# ---- block 1 ----
<file path="src/rtl/code_loader.sv">
// Byte-stream loader for the 256x32 instruction memory: packs bytes big-endian
// into words, writes them from address 0 and holds the CPU until the image ends.
module code_loader #(
  parameter int          DEPTH    = 256,
  parameter int          ADDR_W   = 8,
  parameter logic [31:0] SENTINEL = 32'hFFFF_FFFF
) (
  input  logic              clk,
  input  logic              rst_n,
  input  logic              start,
  input  logic              byte_valid,
  input  logic [7:0]        byte_data,
  output logic              byte_ready,
  output logic              mem_we,
  output logic [ADDR_W-1:0] mem_addr,
  output logic [31:0]       mem_wdata,
  output logic              busy,
  output logic              done,
  output logic              cpu_hold,
  output logic [ADDR_W:0]   word_count,
  output logic              err_noterm
);

  localparam logic [1:0] S_IDLE  = 2'd0;
  localparam logic [1:0] S_LOAD  = 2'd1;
  localparam logic [1:0] S_WRITE = 2'd2;
  localparam logic [1:0] S_DONE  = 2'd3;

  localparam logic [ADDR_W-1:0] LAST_ADDR = ADDR_W'(DEPTH - 1);

  logic [1:0]        state, state_nx;
  logic [ADDR_W-1:0] addr;
  logic [1:0]        bidx;
  logic [31:0]       sr;
  logic              xfer;
  logic              is_sentinel;
  logic              at_top;

  // byte_ready is registered high exactly while in LOAD, so it gates transfers
  assign xfer        = byte_valid & byte_ready;
  assign is_sentinel = (mem_wdata == SENTINEL);
  assign at_top      = (addr == LAST_ADDR);

  always_comb begin
    state_nx = state;
    case (state)
      S_IDLE, S_DONE: if (start) state_nx = S_LOAD;
      S_LOAD:         if (xfer && bidx == 2'd3) state_nx = S_WRITE;
      S_WRITE:        state_nx = (is_sentinel || at_top) ? S_DONE : S_LOAD;
      default:        state_nx = S_IDLE;
    endcase
  end

  always_ff @(posedge clk or negedge rst_n) begin
    if (!rst_n) begin
      state      <= S_IDLE;
      addr       <= '0;
      bidx       <= '0;
      sr         <= '0;
      byte_ready <= 1'b0;
      mem_we     <= 1'b0;
      mem_addr   <= '0;
      mem_wdata  <= '0;
      busy       <= 1'b0;
      done       <= 1'b0;
      cpu_hold   <= 1'b1;
      word_count <= '0;
      err_noterm <= 1'b0;
    end else begin
      state      <= state_nx;
      // Status outputs follow the next state so they are valid in that state's first cycle
      byte_ready <= (state_nx == S_LOAD);
      mem_we     <= (state_nx == S_WRITE);
      busy       <= (state_nx == S_LOAD) || (state_nx == S_WRITE);
      done       <= (state_nx == S_DONE);
      cpu_hold   <= (state_nx != S_DONE);

      case (state)
        S_IDLE, S_DONE: begin
          if (start) begin
            addr       <= '0;
            bidx       <= '0;
            word_count <= '0;
            err_noterm <= 1'b0;
          end
        end
        S_LOAD: begin
          if (xfer) begin
            sr   <= {sr[23:0], byte_data};
            bidx <= bidx + 2'd1;
            if (bidx == 2'd3) begin
              mem_wdata <= {sr[23:0], byte_data};
              mem_addr  <= addr;
            end
          end
        end
        S_WRITE: begin
          word_count <= word_count + 1'b1;
          if (!is_sentinel && at_top) err_noterm <= 1'b1;
          // addr stops at the top instead of wrapping; the load ends there
          if (!is_sentinel && !at_top) begin
            addr <= addr + 1'b1;
            bidx <= '0;
          end
        end
        default: ;
      endcase
    end
  end

endmodule

</file>
<file path="config.mk">
export PLATFORM = sky130hd
export DESIGN_NAME = code_loader
export DESIGN_NICKNAME = d
export VERILOG_FILES = /design/src/rtl/code_loader.sv
export SDC_FILE = /design/constraint.sdc
export NUM_CORES = 1
export LEC_CHECK = 0
export CAP_MARGIN = 30
export CORE_UTILIZATION = 41
export CTS_CLUSTER_SIZE = 8
export DETAILED_ROUTE_END_ITERATION = 6
export GPL_TIMING_DRIVEN = 0
export PLACE_DENSITY = 0.63
export SLEW_MARGIN = 20
export SYNTH_ARGS = -nofsm -noshare
export SYNTH_HDL_FRONTEND = slang
export SYNTH_SLANG_ARGS = --single-unit
</file>
<file path="constraint.sdc">
create_clock -name clk -period 2.3 [get_ports clk]
set_clock_uncertainty 0.05 [all_clocks]
set_input_delay 0.46 -clock clk [delete_from_list [all_inputs] [get_ports clk]]
set_output_delay 0.46 -clock clk [all_outputs]
set_load 0.05 [all_outputs]
</file>
# ---- block 2 ----
[src/rtl/fir_sample_source_if.sv]
// fir_sample_source_if: valid/ready sample channel into the FIR X1 input.
// master drives sample/sample_valid, slave drives sample_ready.
interface fir_sample_source_if;
  logic [7:0] sample;
  logic       sample_valid;
  logic       sample_ready;

  modport master (
    output sample,
    output sample_valid,
    input  sample_ready
  );

  modport slave (
    input  sample,
    input  sample_valid,
    output sample_ready
  );
endinterface

[src/rtl/fir_sample_source.sv]
// fir_sample_source: LFSR sample generator with button start/stop for the FIR.
// Ports: CLOCK_50, reset_n (async low), toggleBtn (raw, low = pressed),
//   src (sample/sample_valid out, sample_ready in), enable, restart,
//   sample_count, overrun.
// Macro FIR_SRC_DEBOUNCE_EN: when defined the synchronized button must be
//   stable DEBOUNCE_CYCLES cycles; when undefined an edge of the
//   synchronizer output is a press and DEBOUNCE_CYCLES is ignored.
module fir_sample_source #(
  parameter int          RATE_DIV        = 50_000_000,
  parameter int          DEBOUNCE_CYCLES = 1_000_000,
  parameter logic [15:0] LFSR_SEED       = 16'hACE1
) (
  input  logic                CLOCK_50,
  input  logic                reset_n,
  input  logic                toggleBtn,
  fir_sample_source_if.master src,
  output logic                enable,
  output logic                restart,
  output logic [15:0]         sample_count,
  output logic                overrun
);

`ifdef FIR_SRC_DEBOUNCE_EN
  localparam bit DB_EN = 1'b1;
`else
  localparam bit DB_EN = 1'b0;
`endif

  // With the debouncer off the threshold collapses to 0, which makes the
  // debounced level a one-cycle-delayed copy of the synchronizer output.
  localparam int DB_N = DB_EN ? DEBOUNCE_CYCLES : 0;
  localparam int CW   = (DB_N > 0) ? $clog2(DB_N + 1) : 1;
  localparam int DW   = $clog2(RATE_DIV);
  localparam logic [15:0] SEED =
    (LFSR_SEED == 16'h0000) ? 16'h0001 : LFSR_SEED;

  typedef enum logic {IDLE, RUN} state_t;

  state_t          r_state;
  state_t          w_next;
  logic            r_s1;
  logic            r_s2;
  logic            r_deb;
  logic [CW-1:0]   r_cnt;
  logic [DW-1:0]   r_div;
  logic [15:0]     r_lfsr;
  logic [7:0]      r_sample;
  logic            r_valid;
  logic            w_press;
  logic            w_start;
  logic            w_stop;
  logic            w_tick;
  logic            w_xfer;
  logic            w_free;
  logic [15:0]     w_lfsr_nx;

  always_ff @(posedge CLOCK_50 or negedge reset_n) begin
    if (!reset_n) begin
      r_s1 <= 1'b1;
      r_s2 <= 1'b1;
    end else begin
      r_s1 <= toggleBtn;
      r_s2 <= r_s1;
    end
  end

  always_ff @(posedge CLOCK_50 or negedge reset_n) begin
    if (!reset_n) begin
      r_deb <= 1'b1;
      r_cnt <= '0;
    end else if (r_s2 == r_deb) begin
      r_cnt <= '0;
    end else if (r_cnt == CW'(DB_N)) begin
      r_deb <= r_s2;
      r_cnt <= '0;
    end else begin
      r_cnt <= r_cnt + 1'b1;
    end
  end

  // Press is the edge on which the debounced level falls 1->0.
  assign w_press = r_deb & ~r_s2 & (r_cnt == CW'(DB_N));

  always_ff @(posedge CLOCK_50 or negedge reset_n) begin
    if (!reset_n) r_state <= IDLE;
    else          r_state <= w_next;
  end

  always_comb begin
    w_next  = r_state;
    w_start = 1'b0;
    w_stop  = 1'b0;
    unique case (r_state)
      IDLE: if (w_press) begin
        w_next  = RUN;
        w_start = 1'b1;
      end
      RUN: if (w_press) begin
        w_next = IDLE;
        w_stop = 1'b1;
      end
      default: w_next = IDLE;
    endcase
  end

  assign w_tick = (r_state == RUN) && (r_div == DW'(RATE_DIV - 1));
  assign w_xfer = r_valid & src.sample_ready;
  assign w_free = ~r_valid | src.sample_ready;
  assign w_lfsr_nx = (r_lfsr >> 1) ^ (r_lfsr[0] ? 16'hB400 : 16'h0000);

  always_ff @(posedge CLOCK_50 or negedge reset_n) begin
    if (!reset_n) begin
      r_lfsr       <= SEED;
      r_div        <= '0;
      r_sample     <= '0;
      r_valid      <= 1'b0;
      sample_count <= '0;
      overrun      <= 1'b0;
      enable       <= 1'b0;
      restart      <= 1'b0;
    end else begin
      restart <= w_start;
      enable  <= (w_next == RUN);
      if (w_start) begin
        r_lfsr       <= SEED;
        r_div        <= '0;
        r_valid      <= 1'b0;
        sample_count <= '0;
        overrun      <= 1'b0;
      end else if (r_state == RUN) begin
        if (w_xfer) sample_count <= sample_count + 16'd1;
        if (w_stop) begin
          r_valid <= 1'b0;
          r_div   <= '0;
        end else begin
          r_div <= w_tick ? '0 : r_div + 1'b1;
          // A tick only loads when the slot is free or drains this edge.
          if (w_tick && w_free) begin
            r_lfsr   <= w_lfsr_nx;
            r_sample <= w_lfsr_nx[7:0];
            r_valid  <= 1'b1;
          end else begin
            if (w_xfer) r_valid <= 1'b0;
            if (w_tick) overrun <= 1'b1;
          end
        end
      end
    end
  end

  assign src.sample       = r_sample;
  assign src.sample_valid = r_valid;

endmodule

[src/flat_wrapper.sv]
// flat-port wrapper written by rule: the top's interface ports become plain ports
module fir_sample_source_flat 
#(
  parameter int          RATE_DIV        = 50_000_000,
  parameter int          DEBOUNCE_CYCLES = 1_000_000,
  parameter logic [15:0] LFSR_SEED       = 16'hACE1
)
  (CLOCK_50, reset_n, toggleBtn, enable, restart, sample_count, overrun, src_sample, src_sample_valid, src_sample_ready);
  fir_sample_source_if src_i ();
  input  logic CLOCK_50;
  input  logic reset_n;
  input  logic toggleBtn;
  output logic enable;
  output logic restart;
  output logic [15:0] sample_count;
  output logic overrun;
  output wire logic [$bits(src_i.sample)-1:0] src_sample;
  output wire logic [$bits(src_i.sample_valid)-1:0] src_sample_valid;
  input wire logic [$bits(src_i.sample_ready)-1:0] src_sample_ready;
  assign src_sample = src_i.sample;
  assign src_sample_valid = src_i.sample_valid;
  assign src_i.sample_ready = src_sample_ready;
  fir_sample_source #(.RATE_DIV(RATE_DIV), .DEBOUNCE_CYCLES(DEBOUNCE_CYCLES), .LFSR_SEED(LFSR_SEED)) u_core (.CLOCK_50(CLOCK_50), .reset_n(reset_n), .toggleBtn(toggleBtn), .src(src_i), .enable(enable), .restart(restart), .sample_count(sample_count), .overrun(overrun));
endmodule
[config.mk]
export PLATFORM = sky130hd
export DESIGN_NAME = fir_sample_source_flat
export DESIGN_NICKNAME = d
export VERILOG_FILES = /design/src/rtl/fir_sample_source_if.sv /design/src/rtl/fir_sample_source.sv /design/src/flat_wrapper.sv
export SDC_FILE = /design/constraint.sdc
export NUM_CORES = 1
export LEC_CHECK = 0
export CAP_MARGIN = 20
export CORE_MARGIN = 1
export CORE_UTILIZATION = 45
export CTS_CLUSTER_SIZE = 40
export DETAILED_ROUTE_END_ITERATION = 12
export GPL_TIMING_DRIVEN = 0
export PLACE_DENSITY_LB_ADDON = 0.2
export RECOVER_POWER = 50
export SETUP_SLACK_MARGIN = 0.3
export SLEW_MARGIN = 5
export SYNTH_ARGS = -nofsm -noshare
export SYNTH_HDL_FRONTEND = slang
export SYNTH_SLANG_ARGS = --single-unit
[constraint.sdc]
create_clock -name CLOCK_50 -period 3.7 [get_ports CLOCK_50]
set_clock_uncertainty 0.05 [all_clocks]
set_input_delay 0.37 -clock CLOCK_50 [delete_from_list [all_inputs] [get_ports CLOCK_50]]
set_output_delay 0.37 -clock CLOCK_50 [all_outputs]
set_load 0.005 [all_outputs]
# ---- block 3 ----
==> src/rtl/seq_detect_param_pkg.sv <==
// Shared constants and helpers for the parametrised serial pattern detector.
// The mode and overlap constants name the legal values of the MEALY and OVERLAP parameters.
package seq_det_pkg;

  localparam int MODE_MOORE = 0;
  localparam int MODE_MEALY = 1;
  localparam int OVL_OFF    = 0;
  localparam int OVL_ON     = 1;

  // Smallest bit count that can hold the values 0..value-1.
  function automatic int clog2(input int value);
    int result = 0;
    while ((1 << result) < value) result++;
    return result;
  endfunction

endpackage

==> src/rtl/seq_detect_param_if.sv <==
// Serial data, pattern-load and status bundle of the pattern detector.
// The master side drives the stream; the slave side is the detector.
interface seq_detect_param_if #(
  parameter int PAT_LEN = 4,
  parameter int CNT_W   = 8
);
  logic               Din;
  logic               Din_valid;
  logic               Pat_load;
  logic [PAT_LEN-1:0] Pat_in;
  logic               Cnt_clr;
  logic               Dout;
  logic [CNT_W-1:0]   Match_cnt;
  logic               Armed;

  modport master (
    output Din, Din_valid, Pat_load, Pat_in, Cnt_clr,
    input  Dout, Match_cnt, Armed
  );

  modport slave (
    input  Din, Din_valid, Pat_load, Pat_in, Cnt_clr,
    output Dout, Match_cnt, Armed
  );
endinterface

==> src/rtl/seq_detect_param_sat_cnt.sv <==
// Saturating up-counter with a synchronous clear that dominates the increment.
module seq_sat_cnt #(
  parameter int WIDTH = 8
) (
  input  logic             Clk,
  input  logic             Reset,
  input  logic             inc,
  input  logic             clr,
  output logic [WIDTH-1:0] count
);

  logic [WIDTH-1:0] r_count;

  // NOTE: sequential state uses non-blocking assignments so every flop samples pre-edge values.
  always_ff @(posedge Clk or posedge Reset) begin
    if (Reset) begin
      r_count <= '0;
    end else if (clr) begin
      r_count <= '0;
    end else if (inc && (r_count != '1)) begin
      r_count <= r_count + WIDTH'(1);
    end
  end

  assign count = r_count;

endmodule

==> src/rtl/seq_detect_param.sv <==
// Serial bit-pattern detector with a runtime-loadable pattern, optional overlap,
// Moore or Mealy match pulse and a saturating match counter.
module seq_detect_param
  import seq_det_pkg::*;
#(
  parameter int                 PAT_LEN = 4,
  parameter int                 OVERLAP = OVL_ON,
  parameter int                 MEALY   = MODE_MOORE,
  parameter int                 CNT_W   = 8,
  parameter logic [PAT_LEN-1:0] RST_PAT = PAT_LEN'(4'b0110)
) (
  input logic              Clk,
  input logic              Reset,
  seq_detect_param_if.slave bus
);

  localparam int                HIST_W   = PAT_LEN - 1;
  localparam int                FILL_W   = clog2(PAT_LEN);
  localparam logic [FILL_W-1:0] FILL_MAX = FILL_W'(PAT_LEN - 1);

  logic [PAT_LEN-1:0] r_pat;
  logic [HIST_W-1:0]  r_hist;
  logic [FILL_W-1:0]  r_fill;
  logic               r_dout;

  logic [PAT_LEN-1:0] w_pat_nxt;
  logic [HIST_W-1:0]  w_hist_nxt;
  logic [FILL_W-1:0]  w_fill_nxt;
  logic [PAT_LEN-1:0] w_window;
  logic               w_armed;
  logic               w_take;
  logic               w_hit;

  // A load on the same edge swallows the incoming bit, so it can never complete a match.
  assign w_take   = bus.Din_valid && !bus.Pat_load;
  assign w_armed  = (r_fill == FILL_MAX);
  assign w_window = {r_hist, bus.Din};
  assign w_hit    = w_take && w_armed && (w_window == r_pat);

  always_ff @(posedge Clk or posedge Reset) begin
    if (Reset) begin
      r_pat  <= RST_PAT;
      r_hist <= '0;
      r_fill <= '0;
      r_dout <= 1'b0;
    end else begin
      r_pat  <= w_pat_nxt;
      r_hist <= w_hist_nxt;
      r_fill <= w_fill_nxt;
      r_dout <= w_hit;
    end
  end

  always_comb begin
    // NOTE: every target gets a hold default first so no path leaves it unassigned (no latch).
    w_pat_nxt  = r_pat;
    w_hist_nxt = r_hist;
    w_fill_nxt = r_fill;
    if (bus.Pat_load) begin
      w_pat_nxt  = bus.Pat_in;
      w_hist_nxt = '0;
      w_fill_nxt = '0;
    end else if (bus.Din_valid) begin
      if (w_hit && (OVERLAP == OVL_OFF)) begin
        w_hist_nxt = '0;
        w_fill_nxt = '0;
      end else begin
        w_hist_nxt = w_window[HIST_W-1:0];
        if (!w_armed) w_fill_nxt = r_fill + FILL_W'(1);
      end
    end
  end

  assign bus.Dout  = (MEALY == MODE_MEALY) ? w_hit : r_dout;
  assign bus.Armed = w_armed;

  seq_sat_cnt #(
    .WIDTH (CNT_W)
  ) u_match_cnt (
    .Clk   (Clk),
    .Reset (Reset),
    .inc   (w_hit),
    .clr   (bus.Cnt_clr),
    .count (bus.Match_cnt)
  );

endmodule

==> src/flat_wrapper.sv <==
// flat-port wrapper written by rule: the top's interface ports become plain ports
module seq_detect_param_flat import seq_det_pkg::*;
#(
  parameter int                 PAT_LEN = 4,
  parameter int                 OVERLAP = OVL_ON,
  parameter int                 MEALY   = MODE_MOORE,
  parameter int                 CNT_W   = 8,
  parameter logic [PAT_LEN-1:0] RST_PAT = PAT_LEN'(4'b0110)
)
  (Clk, Reset, bus_Din, bus_Din_valid, bus_Pat_load, bus_Pat_in, bus_Cnt_clr, bus_Dout, bus_Match_cnt, bus_Armed);
  seq_detect_param_if #(.PAT_LEN(PAT_LEN), .CNT_W(CNT_W)) bus_i ();
  input logic Clk;
  input logic Reset;
  input wire logic [$bits(bus_i.Din)-1:0] bus_Din;
  input wire logic [$bits(bus_i.Din_valid)-1:0] bus_Din_valid;
  input wire logic [$bits(bus_i.Pat_load)-1:0] bus_Pat_load;
  input wire logic [$bits(bus_i.Pat_in)-1:0] bus_Pat_in;
  input wire logic [$bits(bus_i.Cnt_clr)-1:0] bus_Cnt_clr;
  output wire logic [$bits(bus_i.Dout)-1:0] bus_Dout;
  output wire logic [$bits(bus_i.Match_cnt)-1:0] bus_Match_cnt;
  output wire logic [$bits(bus_i.Armed)-1:0] bus_Armed;
  assign bus_i.Din = bus_Din;
  assign bus_i.Din_valid = bus_Din_valid;
  assign bus_i.Pat_load = bus_Pat_load;
  assign bus_i.Pat_in = bus_Pat_in;
  assign bus_i.Cnt_clr = bus_Cnt_clr;
  assign bus_Dout = bus_i.Dout;
  assign bus_Match_cnt = bus_i.Match_cnt;
  assign bus_Armed = bus_i.Armed;
  seq_detect_param #(.PAT_LEN(PAT_LEN), .OVERLAP(OVERLAP), .MEALY(MEALY), .CNT_W(CNT_W), .RST_PAT(RST_PAT)) u_core (.Clk(Clk), .Reset(Reset), .bus(bus_i));
endmodule
==> config.mk <==
export PLATFORM = sky130hd
export DESIGN_NAME = seq_detect_param_flat
export DESIGN_NICKNAME = d
export VERILOG_FILES = /design/src/rtl/seq_detect_param_pkg.sv /design/src/rtl/seq_detect_param_if.sv /design/src/rtl/seq_detect_param_sat_cnt.sv /design/src/rtl/seq_detect_param.sv /design/src/flat_wrapper.sv
export SDC_FILE = /design/constraint.sdc
export NUM_CORES = 1
export LEC_CHECK = 0
export ABC_AREA = 0
export CAP_MARGIN = 30
export CORE_MARGIN = 1
export CORE_UTILIZATION = 25
export DETAILED_ROUTE_END_ITERATION = 8
export PLACE_DENSITY = 0.48
export SYNTH_ARGS = -nofsm -noshare
export SYNTH_HDL_FRONTEND = slang
export SYNTH_SLANG_ARGS = --single-unit
==> constraint.sdc <==
create_clock -name Clk -period 1.8 [get_ports Clk]
set_input_delay 0.45 -clock Clk [delete_from_list [all_inputs] [get_ports Clk]]
set_output_delay 0.45 -clock Clk [all_outputs]
set_load 0.1 [all_outputs]

## Gallery

Clock routing.
image #1
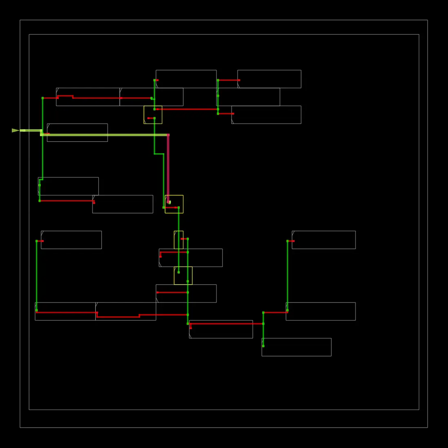
image #2
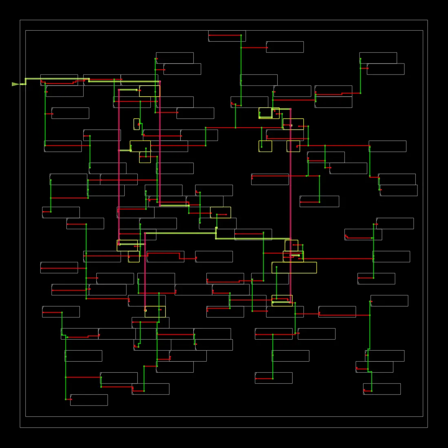
image #3
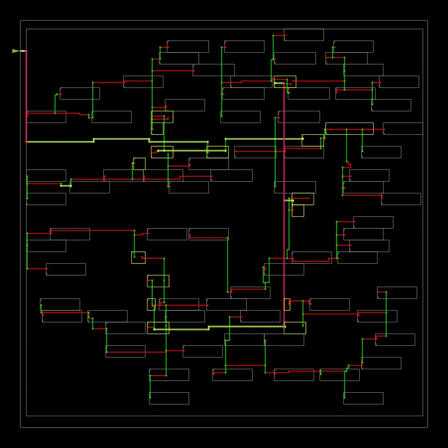
image #1 -> block 3
image #2 -> block 1
image #3 -> block 2
The one with the fewest clock buffers is image #1.

Block 3, selected gate families:
The bar under the picture is 20 µm long.
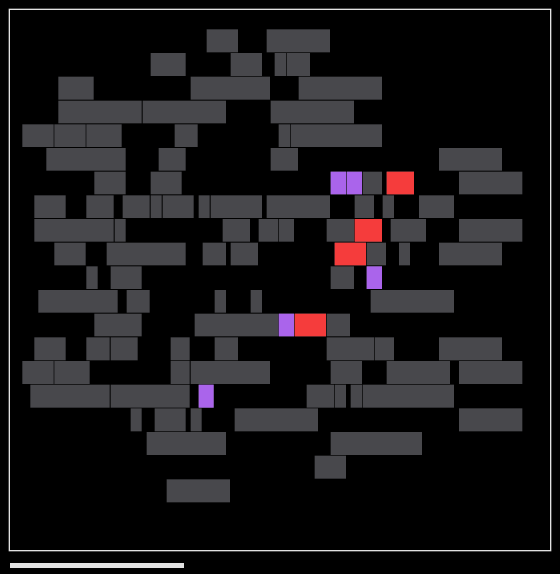
legend:
  inverting AOI/OAI gates:
    colour: purple
    cells: 5
    most_used: a21oi_1
    where: middle
  AND-OR and OR-AND gates:
    colour: red
    cells: 4
Comb/total area: 0.3296
fin cells: 148
most numerous logic cell after layout: buf_12

==> impl_metrics.csv, block 3 <==
group,metric,value,unit
outcome,status,"finished clean",
global_routing,grt_usage,0.1088,
cells_and_area,buffer_area_frac,0.2484,
pwr,pwr-share-comb,0.127,
die,die_h,62.03,µm
global_routing,antenna_found_initial,0,
cells_and_area,logic_gates,54,
logic_synthesis,synthesis.nets,90,
min_path,hold_path_class,"primary input to asynchronous set/reset pin",
logic_synthesis,synth_cells,78,
routing,vias_per_cell,4.493,
pwr,p_int,0.0005595,W
logic_synthesis,edf_count,0,
clock_tree,cts.sinks,18,
cells_and_area,postLayoutCoreUtil,0.3953,
routing,wl_per_cell,11.85,µm
die,fp-row-count,21,
logic_synthesis,ys_warn_count,0,
pwr,p_sw,0.0001705,W
clock_tree,cts_tree,"done",
logic_synthesis,synth_chip_area,900.9,µm²
routing,first_pass_iters,6,
routing,routed-wl-met3,76,µm
final_timing,worstMarginPinSlew,0.3237,ns
routing,postRouteAntennaNets,0,
die,ioPinCount,20,
run,warning_count,26,
logic_synthesis,ys_ff,18,
pwr,vdd_drop_max,393.9,µV
final_timing,finalHoldViolCount,0,
logic_synthesis,async_flop_share,1.000,
cells_and_area,sh_seq_area,0.3511,
cells_and_area,layout_top_cells,"buf_12 (11), nor2_1 (9), clkdlybuf4s50_1 (9), dfrtp_1 (8), xnor2_1 (7)",
==> block 3: metrics by stage <==
step	instance area [µm²]	cells	worst slack [ns]
2_1_floorplan	930.9	78	0.0005687
3_3_place_gp	1306	144	-0.2079
3_5_place_dp	1306	144	-0.2201
4_1_cts	1333	148	0.09484
5_1_grt	1340	148	0.03161
6_report	1340	148	0.1448
==> block 3: logic make-up (layout without fill, tap and decap cells) <==
logic type      Yosys count  after routing  synth area share
mux                       9              9            0.1056
compound gates            9              9           0.06944
buf+inv                   6             30           0.02917
simple gates             27             27            0.1972
xor+xnor                  7              7           0.06806
fa+ha+maj                 2              2           0.02777
flops                    18             18            0.5028
==> block 3: registers in the layout (all words and copies together), names as in the netlist <==
signal,count
u_core.u_match_cnt.count,8
u_core.r_pat,4
u_core.r_hist,3
u_core.r_fill,2
u_core.bus.Dout,1
==> block 3: what timing repair did <==
action / in CTS / in global routing
setup buffers: 0 / 0
resized: 0 / 2
setup endpoints to repair: 0 / 2
==> block 3: critical path: stages <==
cell and delay [ns]:
clkdlybuf4s50_1 0.49, xnor2_1 0.15, nand3_2 0.15, nor3_4 0.22
buf_12 0.15, a31o_2 0.15, a21oi_1 0.06
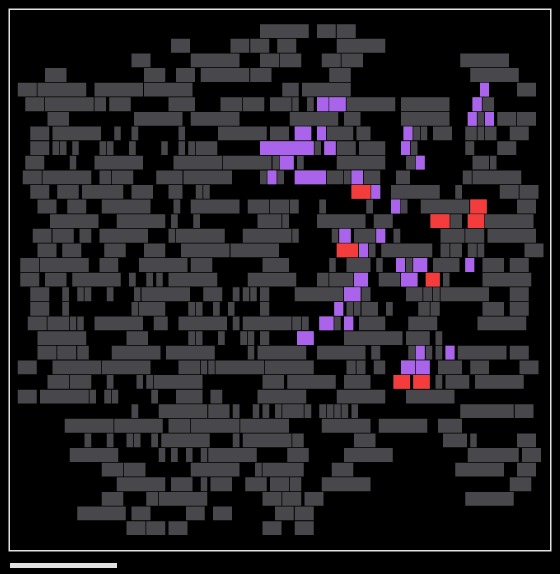
Block 1: selected gate families
The bar under the picture is 20 µm long.
legend:
  inverting AOI/OAI gates:
    colour: purple
    cells: 36
    most_used: o21ai_0
  AND-OR and OR-AND gates:
    colour: red
    cells: 8
most numerous logic cell after layout: nand2_1
fin cells: 564
Comb/total area: 0.3195

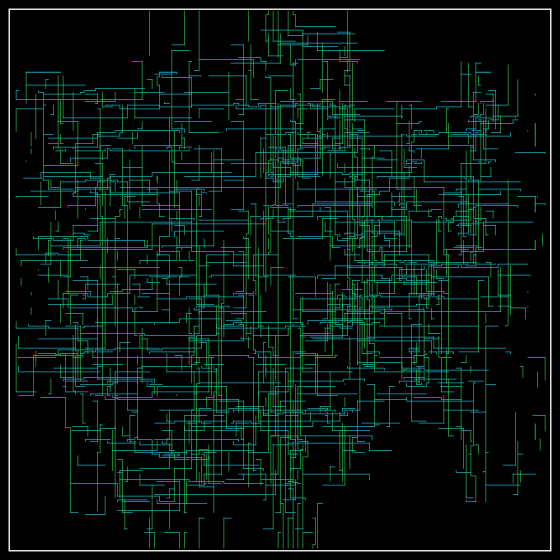
Block 1: wiring by layer
Two of the layers only.
legend:
  met1:
    colour: cyan
    wire_length: 4200 µm
  met2:
    colour: green
    wire_length: 3960 µm
DR vias: 2903
Tot GR Track Use: 0.1872

==> impl_metrics.csv, block 1 <==
group,metric,value,unit
min_path,min_path_cells,2,
pwr,p_per_area,1273,mW/mm²
pwr,switching_share,0.4396,
routing,drc,0,
final_timing,drv_slew,0,
global_routing,grt_pass1_wl,14550,µm
cells_and_area,dominant-cell-class,"sequential cells",
clock_tree,numCtsBuffers,9,
global_routing,grt_overflow,0,
cells_and_area,area_growth,27.21,%
pwr,total_leakage_power,2.351,nW
logic_synthesis,async_flop_share,1.000,
logic_synthesis,postSynthSeqShare,0.5728,
logic_synthesis,ys_warn_count,0,
global_routing,groute.layer.met1.usage,0.2528,
critical_path,crit_path_start_kind,"flip-flop",
clock_tree,cts.root.buffer_cell,"clkbuf_8",
die,core_area,0.009328,mm²
critical_path,cp_data_required_time,2.51,ns
critical_path,r2r-start,"addr[0]$_DFFE_PN0P_",
global_routing,grt_pass1_vias,2913,
placed_design,io_buffers,66,
logic_synthesis,ys_types,48,
clock_tree,htreeDepth,3,
logic_synthesis,top_cells_by_count,"dfrtp_1 (90), nand2_1 (90), mux2_2 (40)",
cells_and_area,n_antenna_cell,0,
global_routing,grt_busiest_layer,"met2",
pwr,p_sw,0.002831,W
clock_tree,clockBufferDepth,2,
pwr,pwr-share-comb,0.437,
logic_synthesis,synth-main-ff-cell,"dfrtp_1",
critical_path,cp-end-kind,"flip-flop",
outcome,status,"finished clean",
[block 1: worst max-delay path, cell delays in order (launching register included)]
cell and delay, ns:
dfrtp_2 0.46, ha_1 0.26, and4_1 0.24, and4_4 0.23, a21oi_4 0.19, nor2_1 0.11
o31a_1 0.33, ha_1 0.29
[block 1: timing repair]
action                                  in CTS  in global routing
endpoints found under the setup margin       4                 12
hold buffers                                 1                  0
buffers inserted                             0                  0
endpoints found under the hold margin       24                  0
gates resized                                3                  6
[block 1: sequential cells by signal, indices dropped and copies added (netlist names), 2 cells and up]
register	count
sr	24
state	2
addr	8
bidx	2
word_count	9
mem_wdata	32
mem_addr	8
[block 1: power by group through the flow]
stage / Sequential (W) / Clock (W) / Combinational (W)
final: 0.00251 / 0.00112 / 0.00282
after detailed placement: 0.00253 / 0 / 0.00279
after global placement: 0.00252 / 0 / 0.00274
after CTS: 0.00250 / 0.00114 / 0.00282
after floorplan: 0.00331 / 0 / 0.00104
after global routing: 0.00257 / 0.00120 / 0.00306
[block 1: logic make-up after synthesis]
group           count (synthesis)
fa+ha+maj                       9
buf+inv                        22
simple gates                  138
mux                            45
xor+xnor                        2
compound gates                 44
flops                          91
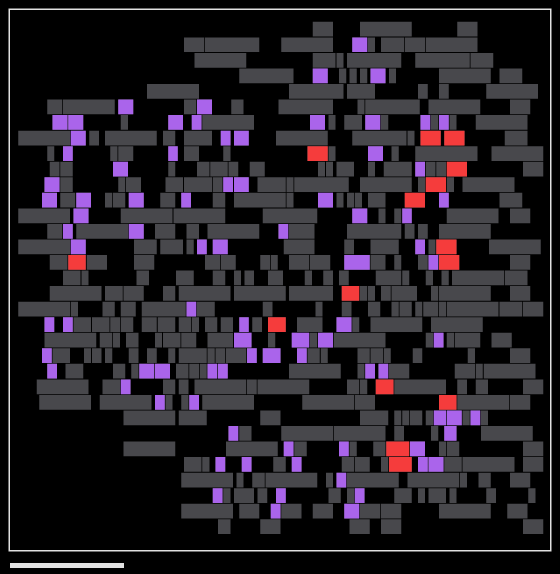
Block 2: selected gate families
The bar under the picture is 20 µm long.
legend:
  AND-OR and OR-AND gates:
    colour: red
    cells: 15
    most_used: a221o_1
  inverting AOI/OAI gates:
    colour: purple
    cells: 84
    most_used: a21oi_1
    where: spread over the die

==> impl_metrics.csv, block 2 <==
group,metric,value,unit
run,maxCapViolCount,1,
routing,routed.top_layer,"met4",
pwr,p_per_area,643.5,mW/mm²
logic_synthesis,synth_area_per_cell,9.793,µm²
outcome,violations,"capacitance limit, slew limit",
clock_tree,post-cts-setup-buffer-count,0,
cells_and_area,num-nonclk-inverters,17,
final_timing,setup_viol,0,
global_routing,grt_usage,0.2049,
pwr,power,0.002896,W
critical_path,crit_path_start_kind,"flip-flop",
die,ioPinCount,32,
final_timing,drv_slew,39,
global_routing,grtUsageMet2,0.3303,
outcome,status,"finished with violations",
critical_path,crit_type,"flip-flop to flip-flop",
die,die_area,0.008926,mm²
cells_and_area,seqCellArea,0.001841,mm²
die,die_h,94.48,µm
logic_synthesis,ys_warn_count,0,
cells_and_area,clock_buffers,10,
critical_path,slowest_stage,"dfrtp_1",
pwr,total_leakage_power,1.858,nW
die,fp-row-count,33,
critical_path,crit_arrival,3.39,ns
global_routing,groute.layer.met1.usage,0.2817,
pwr,pwr-share-comb,0.357,
clock_tree,clk_pin_slew_worst_paths,0.08,ns
clock_tree,htreeDepth,3,
clock_tree,numCtsBuffers,9,
routing,vias_per_cell,5.835,
critical_path,cp_data_required_time,3.91,ns
routing,dr_wl_met2,3909,µm
routing,num_vias,3192,
placed_design,pre_cts_slack,0.2972,ns
cells_and_area,top_regs,"u_core.r_div x26, u_core.r_lfsr x16, u_core.sample_count x16",
clock_tree,cts_hold_buffers,1,
clock_tree,cts.root.buffer_cell,"clkbuf_8",
logic_synthesis,ys_types,48,
placed_design,dp_hpwl,5918,µm
final_timing,worstMarginPinSlew,1.935,ns
-- block 2: cell families (layout without fill, tap and decap cells) --
logic type,count (synthesis),after routing,synth area share
AOI/OAI and AO/OA,99,99,0.1743
buffers and inverters,35,84,0.03739
muxes,10,10,0.02861
DFF,73,73,0.4782
xor gates and xnor gates,15,15,0.03414
adders and majority gates,7,7,0.02276
and+or+nand+nor,154,154,0.2246
-- block 2: worst max-delay path: cells and delay by family, from the launching register on --
family / cells / cell delay (ns)
AND/OR/NAND/NOR: 3 / 1.14
buffers and inverters: 4 / 0.99
flip-flops: 1 / 0.50
adder cells (fa/ha/maj): 1 / 0.24
AND-OR/OR-AND: 1 / 0.17
-- block 2: cells in the final DEF, fill, tap and decap left out, types with 10 or more instances in the layout --
cell type / Yosys / layout
a21oi_1: 24 / 24
a22oi_1: 22 / 22
clkbuf_1: 10 / 11
clkdlybuf4s50_1: 0 / 20
dfrtp_1: 62 / 62
dfstp_2: 11 / 11
dlygate4sd3_1: 0 / 11
inv_1: 15 / 15
nand2_1: 32 / 32
nand3_1: 17 / 17
nand4_1: 10 / 10
nor2_1: 30 / 30
o21ai_0: 21 / 21
or3_1: 13 / 13
or4_1: 10 / 10
xnor2_1: 12 / 12


==> notes/layouts.md <==
Pictures saved along the way, in no particular order.

Sequential cells grouped by signal name.
The bar under the picture is 20 µm long. Other sequential cells in the stronger grey, the rest of the logic in the fainter grey.
shot_01.png
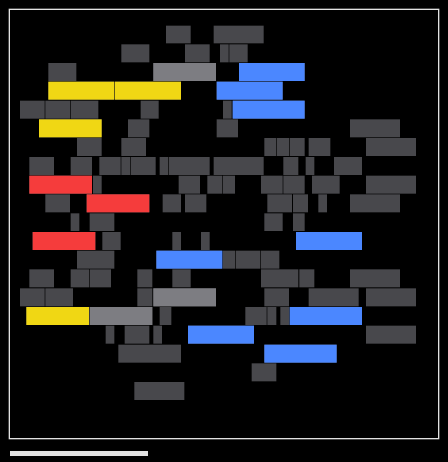
shot_02.png
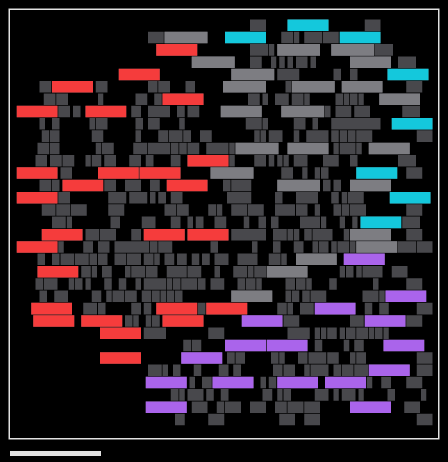
shot_03.png
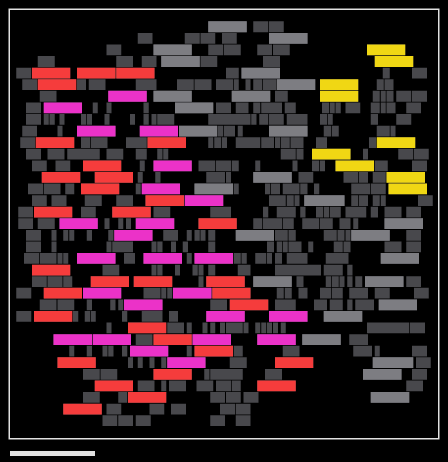
- shot_01.png = block 3
- shot_03.png = block 1
- shot_02.png = block 2
- fewest sequential cells: shot_01.png
- most sequential cells: shot_03.png

Power is estimated from default activity; no workload was simulated.
